######## muldiv_dispatch ########
Figure 1. Wires at chosen ports, followed through buffers (muldiv_dispatch).
Drawn at 1.5 px/µm.
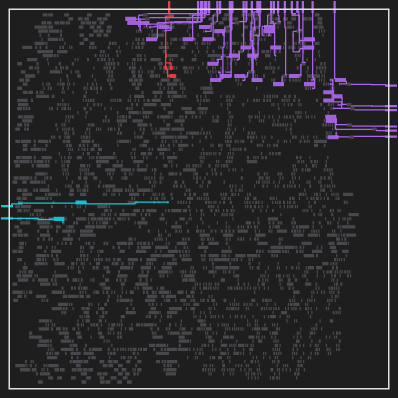

==> config.mk <==
export PLATFORM = sky130hd
export DESIGN_NAME = muldiv_dispatch
export DESIGN_NICKNAME = d
export VERILOG_FILES = /design/src/rtl/muldiv_dispatch.sv
export SDC_FILE = /design/constraint.sdc
export NUM_CORES = 1
export LEC_CHECK = 0
export ABC_AREA = 1
export CAP_MARGIN = 30
export CORE_MARGIN = 1
export CORE_UTILIZATION = 25
export DETAILED_ROUTE_END_ITERATION = 10
export GPL_TIMING_DRIVEN = 0
export HOLD_SLACK_MARGIN = 0.08
export PLACE_DENSITY = 0.41
export RECOVER_POWER = 50
export SETUP_SLACK_MARGIN = 0.1
export SYNTH_ARGS = -nofsm -noshare
export SYNTH_HDL_FRONTEND = slang
export SYNTH_SLANG_ARGS = --single-unit
==> constraint.sdc <==
create_clock -name clk -period 3.1 [get_ports clk]
set_input_delay 0.775 -clock clk [delete_from_list [all_inputs] [get_ports clk]]
set_output_delay 0.775 -clock clk [all_outputs]
set_load 0.02 [all_outputs]
==> src/rtl/muldiv_dispatch.sv <==
// muldiv_dispatch: RV32M execute front-end. MUL* ops go to the external multiplier; DIV/DIVU/REM/REMU
// run in a 1-bit-per-cycle restoring divider. Optional divide result cache: MULDIV_RESULT_CACHE_EN.
module muldiv_dispatch #(
    parameter int XLEN       = 32,
    parameter int DIV_UNROLL = 1
) (
    input  logic        clk,
    input  logic        reset,
    input  logic        ce,
    input  logic        valid,
    input  logic [2:0]  funct3,
    input  logic [31:0] rs1,
    input  logic [31:0] rs2,
    output logic [31:0] rd,
    output logic        ready,
    output logic [31:0] mul_factor1,
    output logic [31:0] mul_factor2,
    output logic [1:0]  mul_op,
    output logic        mul_valid,
    input  logic        mul_ready,
    input  logic [31:0] mul_product
);

    generate
        if (XLEN != 32) begin : g_bad_xlen
            $error("muldiv_dispatch: only XLEN=32 is supported");
        end
        if (DIV_UNROLL != 1) begin : g_bad_unroll
            $error("muldiv_dispatch: only DIV_UNROLL=1 is supported");
        end
    endgenerate

    typedef enum logic [3:0] {
        IDLE     = 4'b0001,
        MUL_WAIT = 4'b0010,
        DIV_CALC = 4'b0100,
        DIV_FIX  = 4'b1000
    } state_t;

    state_t      state_reg, state_next;
    logic [4:0]  cnt_reg;
    logic [31:0] rd_reg;
    logic        ready_reg;
    logic        mul_valid_reg;
    logic [31:0] mul_factor1_reg, mul_factor2_reg;
    logic [1:0]  mul_op_reg;
    logic [31:0] rem_reg, quo_reg, div_reg;
    logic        neg_q_reg, neg_r_reg;

    logic        is_div, sgn_in, div_zero, div_ovf, cache_hit, quick;
    logic [31:0] quick_val, a_mag, b_mag, q_fix, r_fix;
    logic [32:0] step_shift;
    logic        step_ge;
    logic [31:0] step_diff;

`ifdef MULDIV_RESULT_CACHE_EN
    logic        cache_valid_reg;
    logic        cache_sgn_reg;
    logic [31:0] cache_a_reg, cache_b_reg, cache_quo_reg, cache_rem_reg;

    assign cache_hit = cache_valid_reg && (cache_sgn_reg == sgn_in)
                       && (cache_a_reg == rs1) && (cache_b_reg == rs2);
`else
    assign cache_hit = 1'b0;
`endif

    // Request decode; funct3[0]=0 selects the signed divide variants.
    assign is_div   = funct3[2];
    assign sgn_in   = ~funct3[0];
    assign div_zero = (rs2 == 32'h0);
    assign div_ovf  = sgn_in && (rs1 == 32'h8000_0000) && (rs2 == 32'hFFFF_FFFF);
    assign quick    = div_zero || div_ovf || cache_hit;

    assign a_mag = (sgn_in && rs1[31]) ? (32'h0 - rs1) : rs1;
    assign b_mag = (sgn_in && rs2[31]) ? (32'h0 - rs2) : rs2;

    always_comb begin
        quick_val = 32'hFFFF_FFFF;
        if (div_zero) begin
            quick_val = funct3[1] ? rs1 : 32'hFFFF_FFFF;
        end else if (div_ovf) begin
            quick_val = funct3[1] ? 32'h0 : 32'h8000_0000;
        end
`ifdef MULDIV_RESULT_CACHE_EN
        else if (cache_hit) begin
            quick_val = funct3[1] ? cache_rem_reg : cache_quo_reg;
        end
`endif
    end

    // One restoring step: the remainder takes the next dividend bit from the top of quo_reg.
    assign step_shift = {rem_reg, quo_reg[31]};
    assign step_ge    = (step_shift >= {1'b0, div_reg});
    assign step_diff  = step_shift[31:0] - div_reg;

    assign q_fix = neg_q_reg ? (32'h0 - quo_reg) : quo_reg;
    assign r_fix = neg_r_reg ? (32'h0 - rem_reg) : rem_reg;

    always_ff @(posedge clk) begin
        if (reset) begin
            state_reg <= IDLE;
        end else if (ce) begin
            state_reg <= state_next;
        end
    end

    always_comb begin
        state_next = state_reg;
        case (state_reg)
            IDLE: begin
                if (valid && !ready_reg) begin
                    if (!is_div) begin
                        state_next = MUL_WAIT;
                    end else if (!quick) begin
                        state_next = DIV_CALC;
                    end
                end
            end
            MUL_WAIT: begin
                if (mul_ready) begin
                    state_next = IDLE;
                end
            end
            DIV_CALC: begin
                if (cnt_reg == 5'd0) begin
                    state_next = DIV_FIX;
                end
            end
            DIV_FIX:  state_next = IDLE;
            default:  state_next = IDLE;
        endcase
    end

    always_ff @(posedge clk) begin
        if (reset) begin
            cnt_reg         <= 5'd0;
            rd_reg          <= 32'h0;
            ready_reg       <= 1'b0;
            mul_valid_reg   <= 1'b0;
            mul_factor1_reg <= 32'h0;
            mul_factor2_reg <= 32'h0;
            mul_op_reg      <= 2'b00;
            rem_reg         <= 32'h0;
            quo_reg         <= 32'h0;
            div_reg         <= 32'h0;
            neg_q_reg       <= 1'b0;
            neg_r_reg       <= 1'b0;
`ifdef MULDIV_RESULT_CACHE_EN
            cache_valid_reg <= 1'b0;
            cache_sgn_reg   <= 1'b0;
            cache_a_reg     <= 32'h0;
            cache_b_reg     <= 32'h0;
            cache_quo_reg   <= 32'h0;
            cache_rem_reg   <= 32'h0;
`endif
        end else if (ce) begin
            ready_reg <= 1'b0;
            case (state_reg)
                IDLE: begin
                    if (valid && !ready_reg) begin
                        // Operands are latched for both paths; the divide path reuses them
                        // as its record of signedness/op and original operands.
                        mul_factor1_reg <= rs1;
                        mul_factor2_reg <= rs2;
                        mul_op_reg      <= funct3[1:0];
                        if (!is_div) begin
                            mul_valid_reg <= 1'b1;
`ifdef MULDIV_RESULT_CACHE_EN
                            cache_valid_reg <= 1'b0;
`endif
                        end else if (quick) begin
                            rd_reg    <= quick_val;
                            ready_reg <= 1'b1;
                        end else begin
                            cnt_reg   <= 5'd31;
                            rem_reg   <= 32'h0;
                            quo_reg   <= a_mag;
                            div_reg   <= b_mag;
                            neg_q_reg <= sgn_in & (rs1[31] ^ rs2[31]);
                            neg_r_reg <= sgn_in & rs1[31];
                        end
                    end
                end
                MUL_WAIT: begin
                    if (mul_ready) begin
                        rd_reg        <= mul_product;
                        ready_reg     <= 1'b1;
                        mul_valid_reg <= 1'b0;
                    end
                end
                DIV_CALC: begin
                    rem_reg <= step_ge ? step_diff : step_shift[31:0];
                    quo_reg <= {quo_reg[30:0], step_ge};
                    cnt_reg <= cnt_reg - 5'd1;
                end
                DIV_FIX: begin
                    rd_reg    <= mul_op_reg[1] ? r_fix : q_fix;
                    ready_reg <= 1'b1;
`ifdef MULDIV_RESULT_CACHE_EN
                    cache_valid_reg <= 1'b1;
                    cache_sgn_reg   <= ~mul_op_reg[0];
                    cache_a_reg     <= mul_factor1_reg;
                    cache_b_reg     <= mul_factor2_reg;
                    cache_quo_reg   <= q_fix;
                    cache_rem_reg   <= r_fix;
`endif
                end
                default: begin
                    mul_valid_reg <= 1'b0;
                end
            endcase
        end
    end

    assign rd          = rd_reg;
    assign ready       = ready_reg;
    assign mul_factor1 = mul_factor1_reg;
    assign mul_factor2 = mul_factor2_reg;
    assign mul_op      = mul_op_reg;
    assign mul_valid   = mul_valid_reg;

endmodule

######## csi2_delay_calib ########
**config.mk**
```make
export PLATFORM = sky130hd
export DESIGN_NAME = csi2_delay_calib
export DESIGN_NICKNAME = d
export VERILOG_FILES = /design/src/rtl/csi2_delay_calib.sv
export SDC_FILE = /design/constraint.sdc
export NUM_CORES = 1
export LEC_CHECK = 0
export CAP_MARGIN = 40
export CORE_AREA = 2 2 93 95
export DETAILED_ROUTE_END_ITERATION = 10
export DIE_AREA = 0 0 95 97
export PLACE_DENSITY_LB_ADDON = 0.1
export SETUP_SLACK_MARGIN = 0.15
export SYNTH_ARGS = -nofsm -noshare
export SYNTH_HDL_FRONTEND = slang
export SYNTH_SLANG_ARGS = --single-unit
```
**constraint.sdc**
```tcl
create_clock -name clk_i -period 6.7 [get_ports clk_i]
set_clock_uncertainty 0.2 [all_clocks]
set_input_delay 1.675 -clock clk_i [delete_from_list [all_inputs] [get_ports clk_i]]
set_output_delay 1.675 -clock clk_i [all_outputs]
set_load 0.005 [all_outputs]
```
**src/rtl/csi2_delay_calib.sv**
```systemverilog
// csi2_delay_calib
//   Per-lane IDELAY calibration for the CSI-2 receiver. Sweeps one lane's tap
//   over 0..2^TAP_WIDTH-1 while the others hold, grades each tap by watching
//   header/CRC error pulses over DWELL_FRAMES frames, then programs every lane
//   to the centre of its widest error-free tap window.
// Ports
//   clk_i, rst_i          pixel clock, async active-high reset
//   start_i               start pulse (ignored while busy)
//   frame_start_i         one pulse per frame
//   header_err_i, crc_err_i  receiver error pulses
//   lane_delay_o          per-lane tap, packed [DATA_LANES-1:0][TAP_WIDTH-1:0]
//   delay_act_o           one-cycle load strobe for lane_delay_o
//   busy_o, done_o        calibration in progress / completion pulse
//   lane_fail_o           lane had no window of at least MIN_WINDOW taps
module csi2_delay_calib #(
  parameter int DATA_LANES     = 2,
  parameter int TAP_WIDTH      = 5,
  parameter int DEFAULT_TAP    = 16,
  parameter int SETTLE_CYCLES  = 64,
  parameter int DWELL_FRAMES   = 2,
  parameter int TIMEOUT_CYCLES = 2**20,
  parameter int MIN_WINDOW     = 3
) (
  input  logic                                  clk_i,
  input  logic                                  rst_i,
  input  logic                                  start_i,
  input  logic                                  frame_start_i,
  input  logic                                  header_err_i,
  input  logic                                  crc_err_i,
  output logic [DATA_LANES-1:0][TAP_WIDTH-1:0]  lane_delay_o,
  output logic                                  delay_act_o,
  output logic                                  busy_o,
  output logic                                  done_o,
  output logic [DATA_LANES-1:0]                 lane_fail_o
);

  localparam int LW  = (DATA_LANES > 1) ? $clog2(DATA_LANES) : 1;
  localparam int TMW = $clog2(TIMEOUT_CYCLES + 1);
  localparam int SCW = (SETTLE_CYCLES > 1) ? $clog2(SETTLE_CYCLES + 1) : 1;
  localparam int FCW = (DWELL_FRAMES > 1) ? $clog2(DWELL_FRAMES + 1) : 1;
  localparam logic [TAP_WIDTH-1:0] TAP_MAX = '1;
  localparam logic [TAP_WIDTH-1:0] DEF     = TAP_WIDTH'(DEFAULT_TAP);
  localparam logic [TAP_WIDTH:0]   MINW    = (TAP_WIDTH+1)'(MIN_WINDOW);

  typedef enum logic [2:0] {
    S_IDLE, S_APPLY, S_SETTLE, S_SYNC, S_MEASURE, S_EVAL, S_FINAL
  } state_t;

  state_t r_state, w_next;

  logic [LW-1:0]                        r_k;
  logic [TAP_WIDTH-1:0]                 r_tap;
  logic [TAP_WIDTH-1:0]                 r_cur_start, r_best_start;
  logic [TAP_WIDTH:0]                   r_cur_len, r_best_len;
  logic [SCW-1:0]                       r_settle;
  logic [TMW-1:0]                       r_timer;
  logic [FCW-1:0]                       r_frames;
  logic                                 r_err;   // current tap is bad
  logic [DATA_LANES-1:0][TAP_WIDTH-1:0] r_res;

  logic                                 w_err_in, w_timeout, w_close;
  logic                                 w_last_tap, w_last_lane, w_lane_fail;
  logic [TAP_WIDTH-1:0]                 w_cur_start_n, w_best_start_n, w_center, w_result;
  logic [TAP_WIDTH:0]                   w_cur_len_n, w_best_len_n, w_best_m1;
  logic [DATA_LANES-1:0][TAP_WIDTH-1:0] w_apply;

  assign w_err_in    = header_err_i | crc_err_i;
  // A frame start in the same cycle clears the timer, so it wins over timeout.
  assign w_timeout   = (r_timer == TMW'(TIMEOUT_CYCLES - 1)) && !frame_start_i;
  assign w_close     = frame_start_i && (r_frames == FCW'(DWELL_FRAMES - 1));
  assign w_last_tap  = (r_tap == TAP_MAX);
  assign w_last_lane = (r_k == LW'(DATA_LANES - 1));

  // Run tracker update for the tap being graded; also used at sweep end so a
  // run reaching the last tap is closed before the centre is taken.
  always_comb begin
    w_cur_start_n  = r_cur_start;
    w_cur_len_n    = r_cur_len;
    w_best_start_n = r_best_start;
    w_best_len_n   = r_best_len;
    if (!r_err) begin
      if (r_cur_len == '0) w_cur_start_n = r_tap;
      w_cur_len_n = r_cur_len + 1'b1;
      if (w_cur_len_n > r_best_len) begin
        w_best_start_n = w_cur_start_n;
        w_best_len_n   = w_cur_len_n;
      end
    end else begin
      w_cur_len_n = '0;
    end
    w_best_m1   = w_best_len_n - 1'b1;
    w_center    = w_best_start_n + TAP_WIDTH'(w_best_m1 >> 1);
    w_lane_fail = (w_best_len_n < MINW);
    w_result    = w_lane_fail ? DEF : w_center;
  end

  // Finished lanes show their result, pending lanes their pre-start value.
  always_comb begin
    w_apply      = r_res;
    w_apply[r_k] = r_tap;
  end

  always_ff @(posedge clk_i or posedge rst_i) begin
    if (rst_i) r_state <= S_IDLE;
    else       r_state <= w_next;
  end

  always_comb begin
    w_next = r_state;
    case (r_state)
      S_IDLE:    if (start_i) w_next = S_APPLY;
      S_APPLY:   w_next = S_SETTLE;
      S_SETTLE:  if (r_settle == SCW'(SETTLE_CYCLES - 1)) w_next = S_SYNC;
      S_SYNC:    if (frame_start_i) w_next = S_MEASURE;
                 else if (w_timeout) w_next = S_EVAL;
      S_MEASURE: if (w_close || w_timeout) w_next = S_EVAL;
      S_EVAL:    w_next = (w_last_tap && w_last_lane) ? S_FINAL : S_APPLY;
      S_FINAL:   w_next = S_IDLE;
      default:   w_next = S_IDLE;
    endcase
  end

  always_ff @(posedge clk_i or posedge rst_i) begin
    if (rst_i) begin
      lane_delay_o <= {DATA_LANES{DEF}};
      delay_act_o  <= 1'b0;
      busy_o       <= 1'b0;
      done_o       <= 1'b0;
      lane_fail_o  <= '0;
      r_k          <= '0;
      r_tap        <= '0;
      r_cur_start  <= '0;
      r_cur_len    <= '0;
      r_best_start <= '0;
      r_best_len   <= '0;
      r_settle     <= '0;
      r_timer      <= '0;
      r_frames     <= '0;
      r_err        <= 1'b0;
      r_res        <= {DATA_LANES{DEF}};
    end else begin
      delay_act_o <= 1'b0;
      done_o      <= 1'b0;
      case (r_state)
        S_IDLE: if (start_i) begin
          busy_o       <= 1'b1;
          lane_fail_o  <= '0;
          r_k          <= '0;
          r_tap        <= '0;
          r_cur_start  <= '0;
          r_cur_len    <= '0;
          r_best_start <= '0;
          r_best_len   <= '0;
          r_res        <= lane_delay_o;
        end
        S_APPLY: begin
          lane_delay_o <= w_apply;
          delay_act_o  <= 1'b1;
          r_settle     <= '0;
        end
        S_SETTLE: begin
          r_settle <= r_settle + 1'b1;
          r_timer  <= '0;
        end
        S_SYNC: begin
          if (frame_start_i) begin
            r_err    <= 1'b0;
            r_frames <= '0;
            r_timer  <= '0;
          end else if (w_timeout) r_err <= 1'b1;
          else r_timer <= r_timer + 1'b1;
        end
        S_MEASURE: begin
          if (w_err_in) r_err <= 1'b1;
          if (frame_start_i) begin
            r_frames <= r_frames + 1'b1;
            r_timer  <= '0;
          end else if (w_timeout) r_err <= 1'b1;
          else r_timer <= r_timer + 1'b1;
        end
        S_EVAL: begin
          if (!w_last_tap) begin
            r_tap        <= r_tap + 1'b1;
            r_cur_start  <= w_cur_start_n;
            r_cur_len    <= w_cur_len_n;
            r_best_start <= w_best_start_n;
            r_best_len   <= w_best_len_n;
          end else begin
            r_res[r_k] <= w_result;
            if (w_lane_fail) lane_fail_o[r_k] <= 1'b1;
            r_tap        <= '0;
            r_cur_start  <= '0;
            r_cur_len    <= '0;
            r_best_start <= '0;
            r_best_len   <= '0;
            if (!w_last_lane) r_k <= r_k + 1'b1;
          end
        end
        S_FINAL: begin
          lane_delay_o <= r_res;
          delay_act_o  <= 1'b1;
          done_o       <= 1'b1;
          busy_o       <= 1'b0;
        end
        default: ;
      endcase
    end
  end

endmodule

```
######## display_scan_ctrl ########
--- src/rtl/display_pkg.sv ---
// Shared state encoding and digit-selection helpers for the display scan controller.
package display_pkg;

  typedef enum logic [1:0] {
    ST_IDLE  = 2'd0,
    ST_SHOW  = 2'd1,
    ST_GUARD = 2'd2
  } state_t;

  localparam int DIGITS = 4;

  // First set bit above cur, wrapping 3->0; falls back to cur when it is the only one set.
  function automatic logic [1:0] next_digit(input logic [3:0] mask, input logic [1:0] cur);
    logic [1:0] idx;
    logic [1:0] res;
    logic found;
    res = cur;
    found = 1'b0;
    for (int i = 1; i <= DIGITS; i++) begin
      idx = cur + 2'(i);
      if (!found && mask[idx]) begin
        res = idx;
        found = 1'b1;
      end
    end
    return res;
  endfunction

  function automatic logic [3:0] an_for(input logic [1:0] d, input logic lit);
    logic [3:0] v;
    v = 4'hF;
    if (lit) v[d] = 1'b0;
    return v;
  endfunction

endpackage

--- src/rtl/scan_prescaler.sv ---
// Modulo-N cycle counter with synchronous clear; tc is high while the count sits at N-1.
module scan_prescaler #(
  parameter int N = 4
) (
  input  logic clk,
  input  logic rst,
  input  logic clr,
  input  logic en,
  output logic tc
);

  localparam int W = (N > 1) ? $clog2(N) : 1;

  logic [W-1:0] count;

  assign tc = (count == W'(N - 1));

  always_ff @(posedge clk or posedge rst) begin
    if (rst) begin
      count <= '0;
    end else if (clr) begin
      count <= '0;
    end else if (en) begin
      count <= tc ? '0 : count + W'(1);
    end
  end

endmodule

--- src/rtl/display_scan_ctrl.sv ---
// Four-digit 7-segment refresh controller: one digit lit at a time, DIV cycles each.
// DISPLAY_SCAN_GUARD_EN adds GUARD dark cycles between digits so the segment mux settles unlit.
module display_scan_ctrl
  import display_pkg::*;
#(
  parameter int DIV   = 50000,
  parameter int GUARD = 16
) (
  input  logic       clk,
  input  logic       rst,
  input  logic [3:0] en_mask,
  output logic [1:0] Sel,
  output logic [3:0] AN,
  output logic       frame_start
);

  state_t     state;
  logic       dwell_tc;
  logic [1:0] nxt;
  logic [1:0] first;

  assign nxt   = next_digit(en_mask, Sel);
  assign first = next_digit(en_mask, 2'd3);

  scan_prescaler #(.N(DIV)) u_dwell (
    .clk (clk),
    .rst (rst),
    .clr ((state != ST_SHOW) || (en_mask == 4'd0)),
    .en  (state == ST_SHOW),
    .tc  (dwell_tc)
  );

`ifdef DISPLAY_SCAN_GUARD_EN
  logic guard_tc;
  logic wrap_q;

  scan_prescaler #(.N(GUARD)) u_guard (
    .clk (clk),
    .rst (rst),
    .clr ((state != ST_GUARD) || (en_mask == 4'd0)),
    .en  (state == ST_GUARD),
    .tc  (guard_tc)
  );
`else
  localparam int unused_guard = GUARD;
`endif

  always_ff @(posedge clk or posedge rst) begin
    if (rst) begin
      state       <= ST_IDLE;
      Sel         <= 2'd0;
      AN          <= 4'hF;
      frame_start <= 1'b0;
`ifdef DISPLAY_SCAN_GUARD_EN
      wrap_q      <= 1'b0;
`endif
    end else begin
      frame_start <= 1'b0;
      case (state)
        ST_IDLE: begin
          AN <= 4'hF;
          if (en_mask != 4'd0) begin
            state       <= ST_SHOW;
            Sel         <= first;
            AN          <= an_for(first, 1'b1);
            frame_start <= 1'b1;
          end
        end
        ST_SHOW: begin
          if (en_mask == 4'd0) begin
            state <= ST_IDLE;
            AN    <= 4'hF;
          end else if (dwell_tc) begin
            Sel <= nxt;
`ifdef DISPLAY_SCAN_GUARD_EN
            // Advance the mux while dark; the frame pulse waits for the digit to light.
            state  <= ST_GUARD;
            AN     <= 4'hF;
            wrap_q <= (nxt <= Sel);
`else
            AN          <= an_for(nxt, 1'b1);
            frame_start <= (nxt <= Sel);
`endif
          end else begin
            AN <= an_for(Sel, en_mask[Sel]);
          end
        end
`ifdef DISPLAY_SCAN_GUARD_EN
        ST_GUARD: begin
          AN <= 4'hF;
          if (en_mask == 4'd0) begin
            state <= ST_IDLE;
          end else if (guard_tc) begin
            state       <= ST_SHOW;
            AN          <= an_for(Sel, en_mask[Sel]);
            frame_start <= wrap_q;
          end
        end
`endif
        default: begin
          state <= ST_IDLE;
          AN    <= 4'hF;
        end
      endcase
    end
  end

endmodule

--- config.mk ---
export PLATFORM = sky130hd
export DESIGN_NAME = display_scan_ctrl
export DESIGN_NICKNAME = d
export VERILOG_FILES = /design/src/rtl/display_pkg.sv /design/src/rtl/scan_prescaler.sv /design/src/rtl/display_scan_ctrl.sv
export SDC_FILE = /design/constraint.sdc
export NUM_CORES = 1
export LEC_CHECK = 0
export ABC_AREA = 1
export ABC_CLOCK_PERIOD_IN_PS = 2850
export CAP_MARGIN = 40
export CORE_MARGIN = 2
export CORE_UTILIZATION = 56
export CTS_CLUSTER_DIAMETER = 30
export DETAILED_ROUTE_END_ITERATION = 10
export PLACE_DENSITY = 0.81
export SLEW_MARGIN = 0
export SYNTH_ARGS = -nofsm -noshare
export SYNTH_HDL_FRONTEND = slang
export SYNTH_HIERARCHICAL = 1
export SYNTH_SLANG_ARGS = --single-unit
export TNS_END_PERCENT = 30
--- constraint.sdc ---
create_clock -name clk -period 2.85 [get_ports clk]
set_input_delay 0.855 -clock clk [delete_from_list [all_inputs] [get_ports clk]]
set_output_delay 0.855 -clock clk [all_outputs]
set_load 0.01 [all_outputs]
######## if_fetch_unit_flat ########
[config.mk]
export PLATFORM = sky130hd
export DESIGN_NAME = if_fetch_unit_flat
export DESIGN_NICKNAME = d
export VERILOG_FILES = /design/src/rtl/if_fetch_unit_if.sv /design/src/rtl/if_fetch_unit.sv /design/src/flat_wrapper.sv
export SDC_FILE = /design/constraint.sdc
export NUM_CORES = 1
export LEC_CHECK = 0
export CAP_MARGIN = 25
export CELL_PAD_IN_SITES_DETAIL_PLACEMENT = 1
export CELL_PAD_IN_SITES_GLOBAL_PLACEMENT = 1
export CORE_ASPECT_RATIO = 1.25
export CORE_MARGIN = 10
export CORE_UTILIZATION = 35
export DETAILED_ROUTE_END_ITERATION = 8
export PLACE_DENSITY = 0.87
export SETUP_SLACK_MARGIN = 0.05
export SKIP_LAST_GASP = 1
export SYNTH_ARGS = -nofsm -noshare
export SYNTH_HDL_FRONTEND = slang
export SYNTH_SLANG_ARGS = --single-unit
[constraint.sdc]
create_clock -name clk -period 4.45 [get_ports clk]
set_clock_uncertainty 0.15 [all_clocks]
set_input_delay 1.335 -clock clk [delete_from_list [all_inputs] [get_ports clk]]
set_output_delay 1.335 -clock clk [all_outputs]
set_load 0.01 [all_outputs]
[src/rtl/if_fetch_unit_if.sv]
// Instruction-memory read port between the fetch stage and imem.
// The fetch stage holds req/addr; memory returns ack/rdata.
interface if_fetch_unit_if;
  logic        req;
  logic [31:0] addr;
  logic        ack;
  logic [31:0] rdata;

  modport master (
    output req,
    output addr,
    input  ack,
    input  rdata
  );

  modport slave (
    input  req,
    input  addr,
    output ack,
    output rdata
  );
endinterface

[src/rtl/if_fetch_unit.sv]
// Instruction fetch stage: PC, imem req/ack, stall hold buffer and
// redirect handling, feeding one-cycle write pulses to the IF/ID buffer.
module if_fetch_unit #(
  parameter logic [31:0] RESET_PC = 32'h0000_0000
) (
  input  logic                   clk,
  input  logic                   rst_n,
  input  logic                   stall,
  input  logic                   redirect_valid,
  input  logic [31:0]            redirect_pc,
  if_fetch_unit_if.master        imem,
  output logic [31:0]            pc_4_out,
  output logic [31:0]            ins_out,
  output logic                   if_id_reg_ctrl
);

  typedef enum logic [1:0] {
    S_IDLE,
    S_REQ,
    S_HOLD
  } state_t;

  state_t      r_state;
  logic [31:0] r_pc;
  logic [31:0] r_pc_4;
  logic [31:0] r_ins;
  logic        r_ctrl;
  logic [31:0] r_hold_ins;
  logic        r_pend;
  logic [31:0] r_pend_pc;

  logic [31:0] w_tgt;
  logic [31:0] w_pc_next;

  assign w_tgt     = {redirect_pc[31:2], 2'b00};
  assign w_pc_next = r_pc + 32'd4;

  assign imem.req  = rst_n && (r_state == S_REQ);
  assign imem.addr = r_pc;

  assign pc_4_out       = r_pc_4;
  assign ins_out        = r_ins;
  assign if_id_reg_ctrl = r_ctrl;

  always_ff @(posedge clk) begin
    if (!rst_n) begin
      r_state    <= S_IDLE;
      r_pc       <= RESET_PC;
      r_pc_4     <= 32'd0;
      r_ins      <= 32'd0;
      r_ctrl     <= 1'b0;
      r_hold_ins <= 32'd0;
      r_pend     <= 1'b0;
      r_pend_pc  <= 32'd0;
    end else begin
      r_ctrl <= 1'b0;
      case (r_state)
        S_IDLE: begin
          r_state <= S_REQ;
        end
        S_REQ: begin
          if (imem.ack) begin
            if (r_pend || redirect_valid) begin
              // a redirect in the ack cycle is newer than the latched one
              r_pc   <= redirect_valid ? w_tgt : r_pend_pc;
              r_pend <= 1'b0;
            end else if (!stall) begin
              r_ins  <= imem.rdata;
              r_pc_4 <= w_pc_next;
              r_ctrl <= 1'b1;
              r_pc   <= w_pc_next;
            end else begin
              r_hold_ins <= imem.rdata;
              r_state    <= S_HOLD;
            end
          end else if (redirect_valid) begin
            r_pend    <= 1'b1;
            r_pend_pc <= w_tgt;
          end
        end
        S_HOLD: begin
          if (redirect_valid) begin
            r_pc    <= w_tgt;
            r_state <= S_REQ;
          end else if (!stall) begin
            r_ins   <= r_hold_ins;
            r_pc_4  <= w_pc_next;
            r_ctrl  <= 1'b1;
            r_pc    <= w_pc_next;
            r_state <= S_REQ;
          end
        end
        default: begin
          r_state <= S_IDLE;
        end
      endcase
    end
  end

endmodule
[src/flat_wrapper.sv]
// flat-port wrapper written by rule: the top's interface ports become plain ports
module if_fetch_unit_flat 
#(
  parameter logic [31:0] RESET_PC = 32'h0000_0000
)
  (clk, rst_n, stall, redirect_valid, redirect_pc, pc_4_out, ins_out, if_id_reg_ctrl, imem_req, imem_addr, imem_ack, imem_rdata);
  if_fetch_unit_if imem_i ();
  input  logic clk;
  input  logic rst_n;
  input  logic stall;
  input  logic redirect_valid;
  input  logic [31:0] redirect_pc;
  output logic [31:0] pc_4_out;
  output logic [31:0] ins_out;
  output logic if_id_reg_ctrl;
  output wire logic [$bits(imem_i.req)-1:0] imem_req;
  output wire logic [$bits(imem_i.addr)-1:0] imem_addr;
  input wire logic [$bits(imem_i.ack)-1:0] imem_ack;
  input wire logic [$bits(imem_i.rdata)-1:0] imem_rdata;
  assign imem_req = imem_i.req;
  assign imem_addr = imem_i.addr;
  assign imem_i.ack = imem_ack;
  assign imem_i.rdata = imem_rdata;
  if_fetch_unit #(.RESET_PC(RESET_PC)) u_core (.clk(clk), .rst_n(rst_n), .stall(stall), .redirect_valid(redirect_valid), .redirect_pc(redirect_pc), .imem(imem_i), .pc_4_out(pc_4_out), .ins_out(ins_out), .if_id_reg_ctrl(if_id_reg_ctrl));
endmodule

==> layout pictures side by side <==
The clock network.
image #1
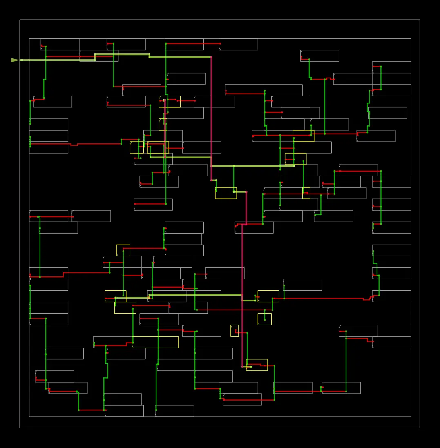
image #2
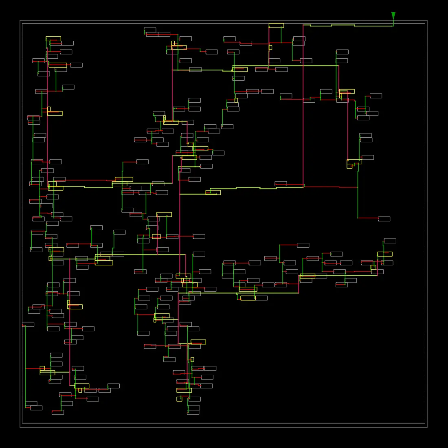
image #3
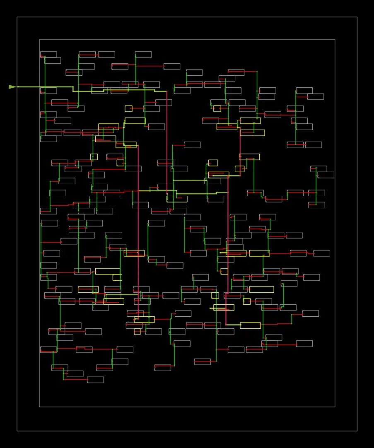
csi2_delay_calib -> image #1
muldiv_dispatch -> image #2
if_fetch_unit_flat -> image #3

Figure 2. A small window of the routed layout (muldiv_dispatch).
Region (179, 179) to (199, 199) µm. Cells in gray, sequential cells in the stronger gray; small squares are vias.
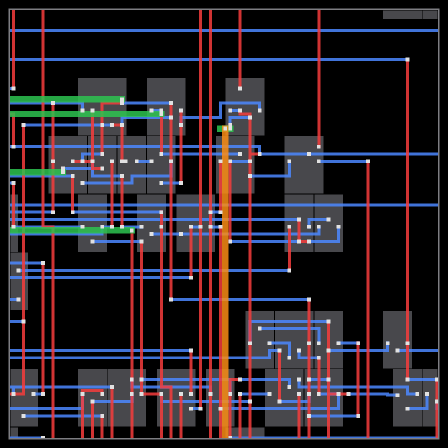
- orange: metal 4
- blue: metal 1
- green: metal 3
- red: metal 2
- sequential cells in the window: 0
- most frequent: nand3_1 (10), nand2_1 (9), nor2_1 (5)
- cells with their middle in the window: 28

Figure 3. Metal 2 (muldiv_dispatch).
Drawn at 1.5 px/µm.
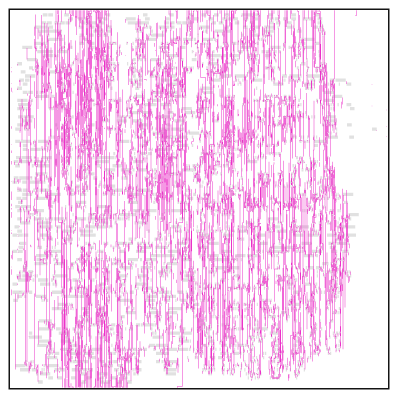
- longest straight run: 135 µm
- share of all routed wire: 45%
- main direction: vertical
- wire length on this layer: 34.6 mm
- nets with wire on the layer: 2366

## Picture notes: Figure 1
- red: ce (bits 1; direction input; edge top; end cells 4; wire 60.8 µm)
- cyan: mul_op (bits 2; direction output; edge left; end cells 2; wire 154 µm)
- purple: rd (bits 32; direction output; edge 26 top, 6 right; end cells 32; wire 1280 µm)

==> summary.txt, muldiv_dispatch <==
The following summarizes the physical implementation.

Status
The flow ran to the end, and the final reports show no timing, DRC or antenna violations.

Critical path
The reg-to-reg critical path startpoint is quo_reg[31]$_SDFFE_PP0P_. The family of cells with the greatest summed delay on the critical path is buffers and inverters.

Final layout
Cells fill 32.0% of the core in the end. Per the final layout report, the fraction of cells sized above drive strength 1 comes to 6.16%.

Logic synthesis
Sorting the synthesized cells by area gives the leading types as sky130_fd_sc_hd__dfxtp_1, sky130_fd_sc_hd__nand2_1, sky130_fd_sc_hd__nand3_1, sky130_fd_sc_hd__inv_1, sky130_fd_sc_hd__nor2_1. The average cell area after synthesis is 5.83 µm². The synthesis report names the predominant flop master as sky130_fd_sc_hd__dfxtp_1. The total number of yosys warnings is 0. The post-synthesis instance area is 15600 µm².

Placement
The number of placed instances, taps included, is 3721. The count of buffers added on input and output ports is 200.

Final timing
Across all hold checks on the routed design, the worst slack comes to 0.463 ns. The final critical-path share of the clock period is 95.0%.

Drt
The number of DRC markers after the initial detailed-route iteration is 1556. After detailed routing, the average wire length per cell comes to 20.4 µm. The met1 wire length is 36.7 mm. The script parses the final routing iteration and logs DRC violations as 0.

Global route
The pin count of the biggest net entering global routing is 14.

Power
The power density over the cells is 502 nW/µm².
## muldiv_dispatch: cells by family (layout without fill, tap and decap cells)
family                   Yosys count  in the layout  synth area share [%]
XOR/XNOR                          57             57                  3.19
flip-flops                       207            207                  26.5
AND-OR/OR-AND                    462            462                  15.4
buffers and inverters            454            707                  12.0
adder cells (fa/ha/maj)           40             40                  3.25
AND/OR/NAND/NOR                 1464           1464                  39.7
## muldiv_dispatch: what timing repair did
action | 4_1_cts | 5_1_grt
endpoints found under the setup margin | 30 | 59
setup buffers | 0 | 3
pin swaps | 1 | 3
gates resized | 14 | 20
## muldiv_dispatch: area by class of cell
cell class	count	area (µm²)	share of cell area [%]
Timing Repair Buffer	203	2040	10.3
Clock inverter	16	198	1.00
Sequential cell	207	4140	21.0
Multi-Input combinational cell	2023	9710	49.2
Inverter	335	1270	6.44
Tap cell	837	1050	5.31
Buffer	119	588	2.98
Clock buffer	34	722	3.66
## muldiv_dispatch: worst min-delay path: cells and delay by family, from the launching register on
kind / cells / cell delay, ns
AOI/OAI and AO/OA: 1 / 0.05
buffers and inverters: 1 / 0.08
DFF: 1 / 0.30
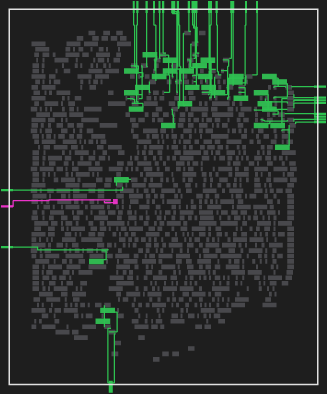
Figure 4: if_fetch_unit_flat, wires at chosen ports, followed through buffers.
Drawn at 2 px/µm.
- green: pc_4_out (bits 32; direction output; edge 20 top, 8 right, 2 bottom, 2 left; end cells 32; wire 1390 µm)
- magenta: imem_req (bits 1; direction output; edge left; end cells 1; wire 60.3 µm)

==> summary.txt, if_fetch_unit_flat <==
The following summarizes the physical implementation.

Status
The run finished with clean final reports.

Logic synthesis
Yosys reports a chip area of 7800 µm². After synthesis the cells add up to 7800 µm². Grouping non-sequential cells by family puts the most area in simple AND/OR/NAND/NOR gates.

Clock tree
The clock passes through at most 2 buffers. Looking at the clock tree report, the root buffer type is sky130_fd_sc_hd__clkbuf_16. TritonCTS built the clock tree. The number of buffers inserted by hold repair at cts is 0.

Worst hold path
STA lists the startpoint of the worst hold path as u_core.r_hold_ins[26]$_SDFFE_PN0P_. The terminating pin of the worst hold path is u_core.r_hold_ins[26]$_SDFFE_PN0P_.

Final timing
The final setup slack of the worst path is 0.414 ns. Dividing the final minimum period by the clock period gives 90.7%. The final setup TNS is 0 ns.

Drt
The total wire length after detailed routing is 28.2 mm. The routed layout has 7767 vias.

Placement
The detailed placer's ending HPWL is 20.0 mm.

Global route
Entering global routing, the biggest net connects 84 pins. The number of antenna violations at the first check in global routing was 0.

Final layout
The finished layout holds 1383 standard cells, fillers aside. Between the synthesized netlist and the finished layout, the area growth was recorded as 31.6%. The number of inserted diodes is 0.

Critical path
STA classifies the critical path startpoint as an input pin. STA classifies the critical path endpoint as an output port. According to the timing report, the data required time at the worst endpoint equals 2.96 ns.

The endpoint of the worst register-to-register path is u_core.imem.addr[18]$_SDFFE_PN0P_. The combined buffer and inverter count along the critical path is 2.

Power
The total leakage power is 3.41 nW. The maximum VDD drop is 0.000290 V.

Floorplanning
The chip area is 28700 µm².
==> if_fetch_unit_flat: power breakdown <==
part	internal, mW	switching (mW)
logic	0.422	0.477
registers	1.60	0.126
clock network	0.903	0.680
==> if_fetch_unit_flat: worst max path at each step <==
| stage | cells past startpoint | from | endpoint |
|---|---|---|---|
| global route | 3 | rst_n | imem_req |
| floorplan | 3 | rst_n | imem_req |
| finish | 3 | rst_n | imem_req |
| global placement | 3 | rst_n | imem_req |
| detailed placement | 3 | rst_n | imem_req |
| CTS | 3 | rst_n | imem_req |
==> if_fetch_unit_flat: sequential cells by signal, indices dropped and copies added, names as in the netlist <==
name and count:
u_core.if_id_reg_ctrl 1, u_core.imem.addr 32, u_core.ins_out 32, u_core.pc_4_out 32, u_core.r_hold_ins 32, u_core.r_pend 1, u_core.r_pend_pc 32, u_core.r_state 2
==> if_fetch_unit_flat: final cells by class <==
type | instances | area, µm²
Multi-Input combinational cell | 711 | 4140
Clock inverter | 14 | 193
Fill cell | 2604 | 11900
Inverter | 10 | 38.8
Tap cell | 283 | 354
Clock buffer | 17 | 425
Timing Repair Buffer | 184 | 1830
Sequential cell | 164 | 3280
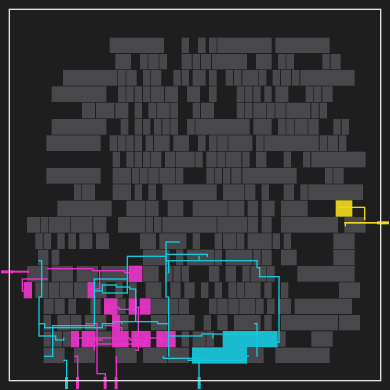
Figure 5: display_scan_ctrl, wires at chosen ports, followed through buffers.
Drawn at 6 px/µm.
- magenta: en_mask (bits 4; direction input; edge 3 bottom, 1 left; end cells 15; wire 100 µm)
- yellow: rst (bits 1; direction input; edge right; end cells 2; wire 12.1 µm)
- cyan: Sel (bits 2; direction output; edge bottom; end cells 2; wire 211 µm)

Figure 6. Metal 2 (display_scan_ctrl).
Drawn at 6 px/µm.
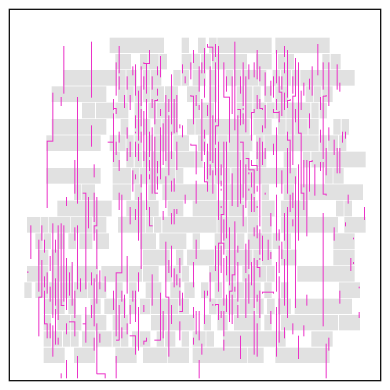
- wire length on this layer: 1700 µm
- main direction: vertical
- longest straight run: 21.8 µm
- nets with wire on the layer: 243

==> summary.txt, display_scan_ctrl <==
The following summarizes the physical implementation.

Placement
The area of placed instances is 2110 µm².

Critical path
Among cell families on the critical path, the largest total delay comes from buffers and inverters. The register-to-register setup slack is 0.39 ns. The capture point of the critical path was reported as u_dwell/count[2]$_DFFE_PP0P_. The type of element capturing the critical path is a flop.

Per the post-run analysis, buffers plus inverters along the critical path come to 7. The delay of the slowest critical-path stage is 0.51 ns.

Power
The highest supply drop recorded on VDD is 0.000659 V. The sequential share of power is 26.1%.

Global route
The global-route wire length before repair is 6.76 mm. met1 track demand over resource after global routing is 35.1%. The global route total overflow is 0. The pin count of the biggest net entering global routing is 17.

Final layout
Per the final layout report, the fraction of cells sized above drive strength 1 comes to 20.0%. Per the run report, area growth between synthesis and finish was 15.3%.

Drt
The violation tally recorded at the end of detailed-routing iteration 0 is 74. The iteration count recorded for the first detailed-route pass is 4. The met3 wirelength from detailed routing is 105 µm.

Logic synthesis
For reference, the top cells by area after synthesis are sky130_fd_sc_hd__dfrtp_1, sky130_fd_sc_hd__nand2_1, sky130_fd_sc_hd__nand3_1, sky130_fd_sc_hd__ha_1, sky130_fd_sc_hd__inv_1.

Final timing
The final critical-path share of the clock period is 89.1%. The final worst hold slack is 0.542 ns. Per the timing report, the achievable frequency comes out to 0.394 GHz.

Floorplanning
The width of the die is 61.6 µm.

Status
The run finished with clean final reports.

Clock tree
The number of gates resized after cts is 0.
-- display_scan_ctrl: cell type report --
type                       instances  area [µm²]
inverter                          36         144
tap                               44        55.1
clock buffer                       4        36.3
timing repair buffer              25         218
fill                             278         958
multi-input combinational        201        1090
sequential                        24         606
-- display_scan_ctrl: state kept, by name (all words and copies together), names as in the netlist --
register,cells
AN,4
u_dwell/count,16
Sel,2
frame_start,1
state,1
-- display_scan_ctrl: cell usage in the layout, fill, tap and decap left out, drive strengths merged --
cell type	netlist	routed
nand2	90	90
inv	35	35
nor2	34	34
nand3	32	32
dfrtp	20	20
buf	3	13
clkdlybuf4s50	0	12
ha	10	10
a21oi	9	9
o21ai	7	7
nand4	6	6
dfstp	4	4
clkbuf	0	4
xnor2	3	3
nor3	3	3
o21bai	3	3
xor2	2	2
a211oi	1	1
a31oi	1	1
clkinv	1	1
-- display_scan_ctrl: cell families after synthesis --
family          Yosys count  share of synthesized area [%]
simple gates            165                           41.9
buf+inv                  39                           9.21
flops                    24                           32.5
compound gates           21                           7.26
fa+ha+maj                10                           6.72
xor+xnor                  5                           2.35
Figure 7. A small window of the routed layout (csi2_delay_calib).
Region (61, 63) to (81, 83) µm. Cells in gray, sequential cells in the stronger gray; small squares are vias.
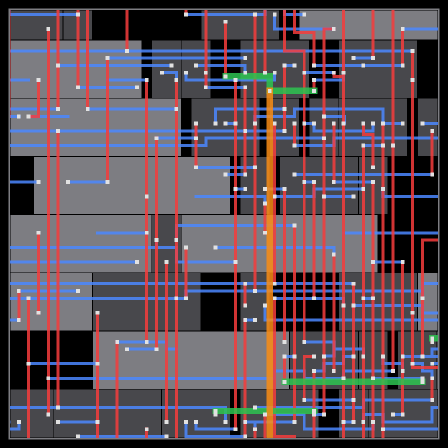
- blue: metal 1
- orange: metal 4
- red: metal 2
- green: metal 3
- netlist names of flops here include: r_res (6), lane_delay_o (1)
- most frequent: nand2_1 (10)
- sequential cells in the window: 7
- cells with their middle in the window: 35

==> summary.txt, csi2_delay_calib <==
The following summarizes the physical implementation.

Status
The run finished with clean final reports.

Critical path
The termination of the worst setup path is r_res[9]$_DFFE_PP1P_. On the critical path the data arrives at 5.20 ns. Listed in order, past its start point the critical path passes and3_1, and3_2, xnor2_1, inv_1, ha_1, and4_1, a221oi_1, a311oi_2, nor2_1, a31oi_1, ha_1, inv_1, fa_1, nand2b_1, o2bb2ai_1, xnor3_1, xnor2_1, xnor2_1, o21ai_1, o31ai_2. The count of cells along the worst register-to-register path is 20. The worst register-to-register path begins at r_cur_len[0]$_DFFE_PP0P_.

Logic synthesis
The share of flip-flops with an asynchronous set or reset after synthesis is 100%. After synthesis, the largest area contributor takes up 42.1% of total cell area. The largest total area in the synthesized netlist belongs to sky130_fd_sc_hd__dfrtp_1. The synthesized netlist net count is 575. The leading cell type by number of instances after synthesis is sky130_fd_sc_hd__nand2_1. The synthesized netlist occupies a cell area of 4930 µm². The average cell area after synthesis is 8.95 µm².

Run
The tool warning count for the run is 27. The run reported a max-capacitance violation count of 0.

Drt
Per the post-route antenna check, the number of violating nets is 0.

Global route
The most crowded layer after global routing is met2. The pin count of the biggest net entering global routing is 54. The via count of the first global-routing pass is 3898.

Power
In this run the static leakage power is 2.48 nW.

Worst hold path
The startpoint identified for the worst hold timing path is busy_o$_DFFE_PP0P_. The terminating pin of the worst hold path is busy_o$_DFFE_PP0P_.

Clock tree
Per the repair_timing log after CTS, setup buffers inserted total 0.
[csi2_delay_calib: logic make-up (layout without fill, tap and decap cells)]
logic type	count (synthesis)	in the layout	synth area share, %
fa+ha+maj	18	18	4.72
buf+inv	48	66	3.98
xor+xnor	29	29	5.43
compound gates	144	144	18.5
flops	87	87	44.3
mux	18	18	3.91
simple gates	207	207	19.2
[csi2_delay_calib: critical path, delay by kind of cell, from the launching register on]
family | cells | cell delay [ns]
adder cells (fa/ha/maj) | 3 | 0.94
XOR/XNOR | 4 | 0.81
flip-flops | 1 | 0.49
AND/OR/NAND/NOR | 5 | 0.97
AND-OR/OR-AND | 6 | 1.48
buffers and inverters | 2 | 0.14
[csi2_delay_calib: power breakdown]
part	total [mW]	switching [mW]	internal (mW)
Clock	0.372	0.198	0.174
Combinational	1.24	0.735	0.510
Sequential	0.758	0.126	0.632
[csi2_delay_calib: final cells by class]
cell class	count	area, µm²	area share (%)
clock inverter	7	71.3	1.32
tap	105	131	2.42
sequential	87	2180	40.3
multi-input combinational	416	2560	47.2
clock buffer	9	124	2.29
timing repair buffer	25	258	4.76
inverter	25	95.1	1.75


==> notes/layouts.md <==
Pictures saved along the way, in no particular order.

Metal layers overlaid.
Plate I
Drawn at 2 px/µm. Only two layers are drawn.
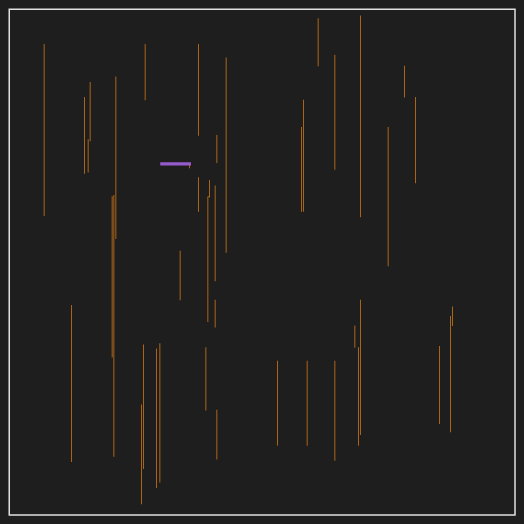
Plate II
Drawn at 6 px/µm. Only two layers are drawn.
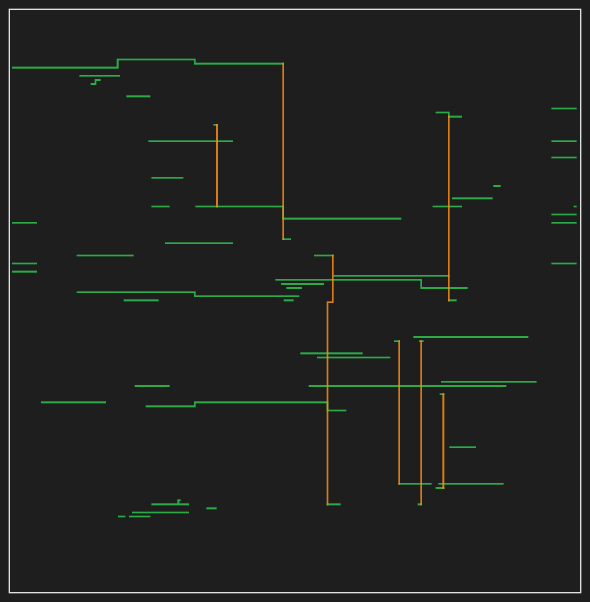
Plate III
Drawn at 10 px/µm. Only two layers are drawn.
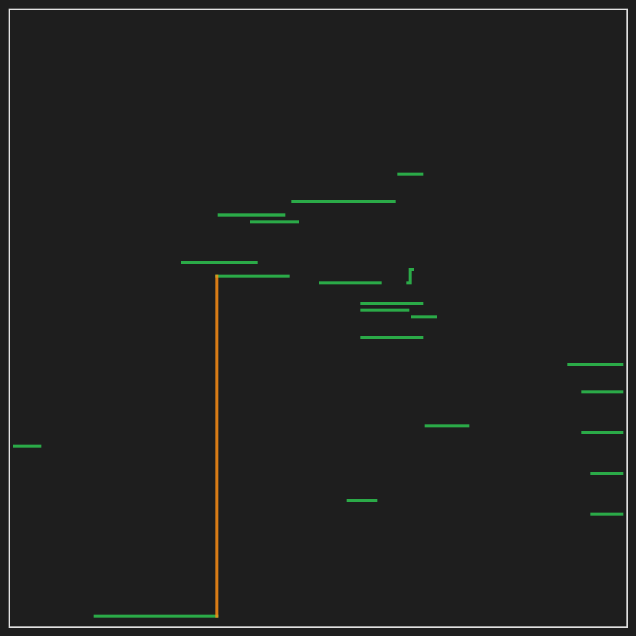
Plate IV
Drawn at 3 px/µm. Only two layers are drawn.
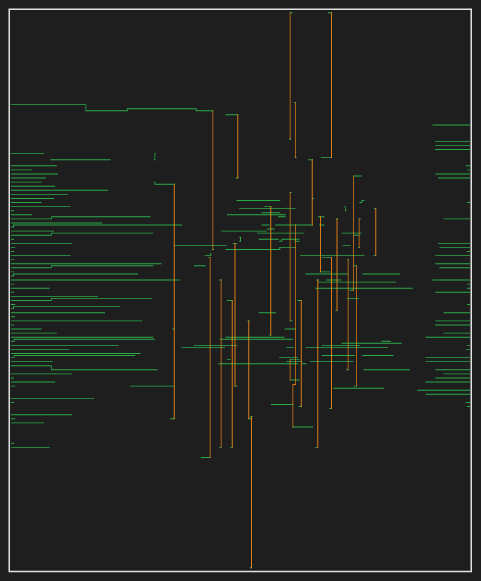
- largest die: Plate I
display_scan_ctrl -> Plate III
csi2_delay_calib -> Plate II
if_fetch_unit_flat -> Plate IV
muldiv_dispatch -> Plate I

Key to Plate I:
- purple: metal 5 (wire length 13.8 µm)
- orange: metal 4 (wire length 1980 µm)

No activity file was given, so power comes from the tool's default toggle rates.
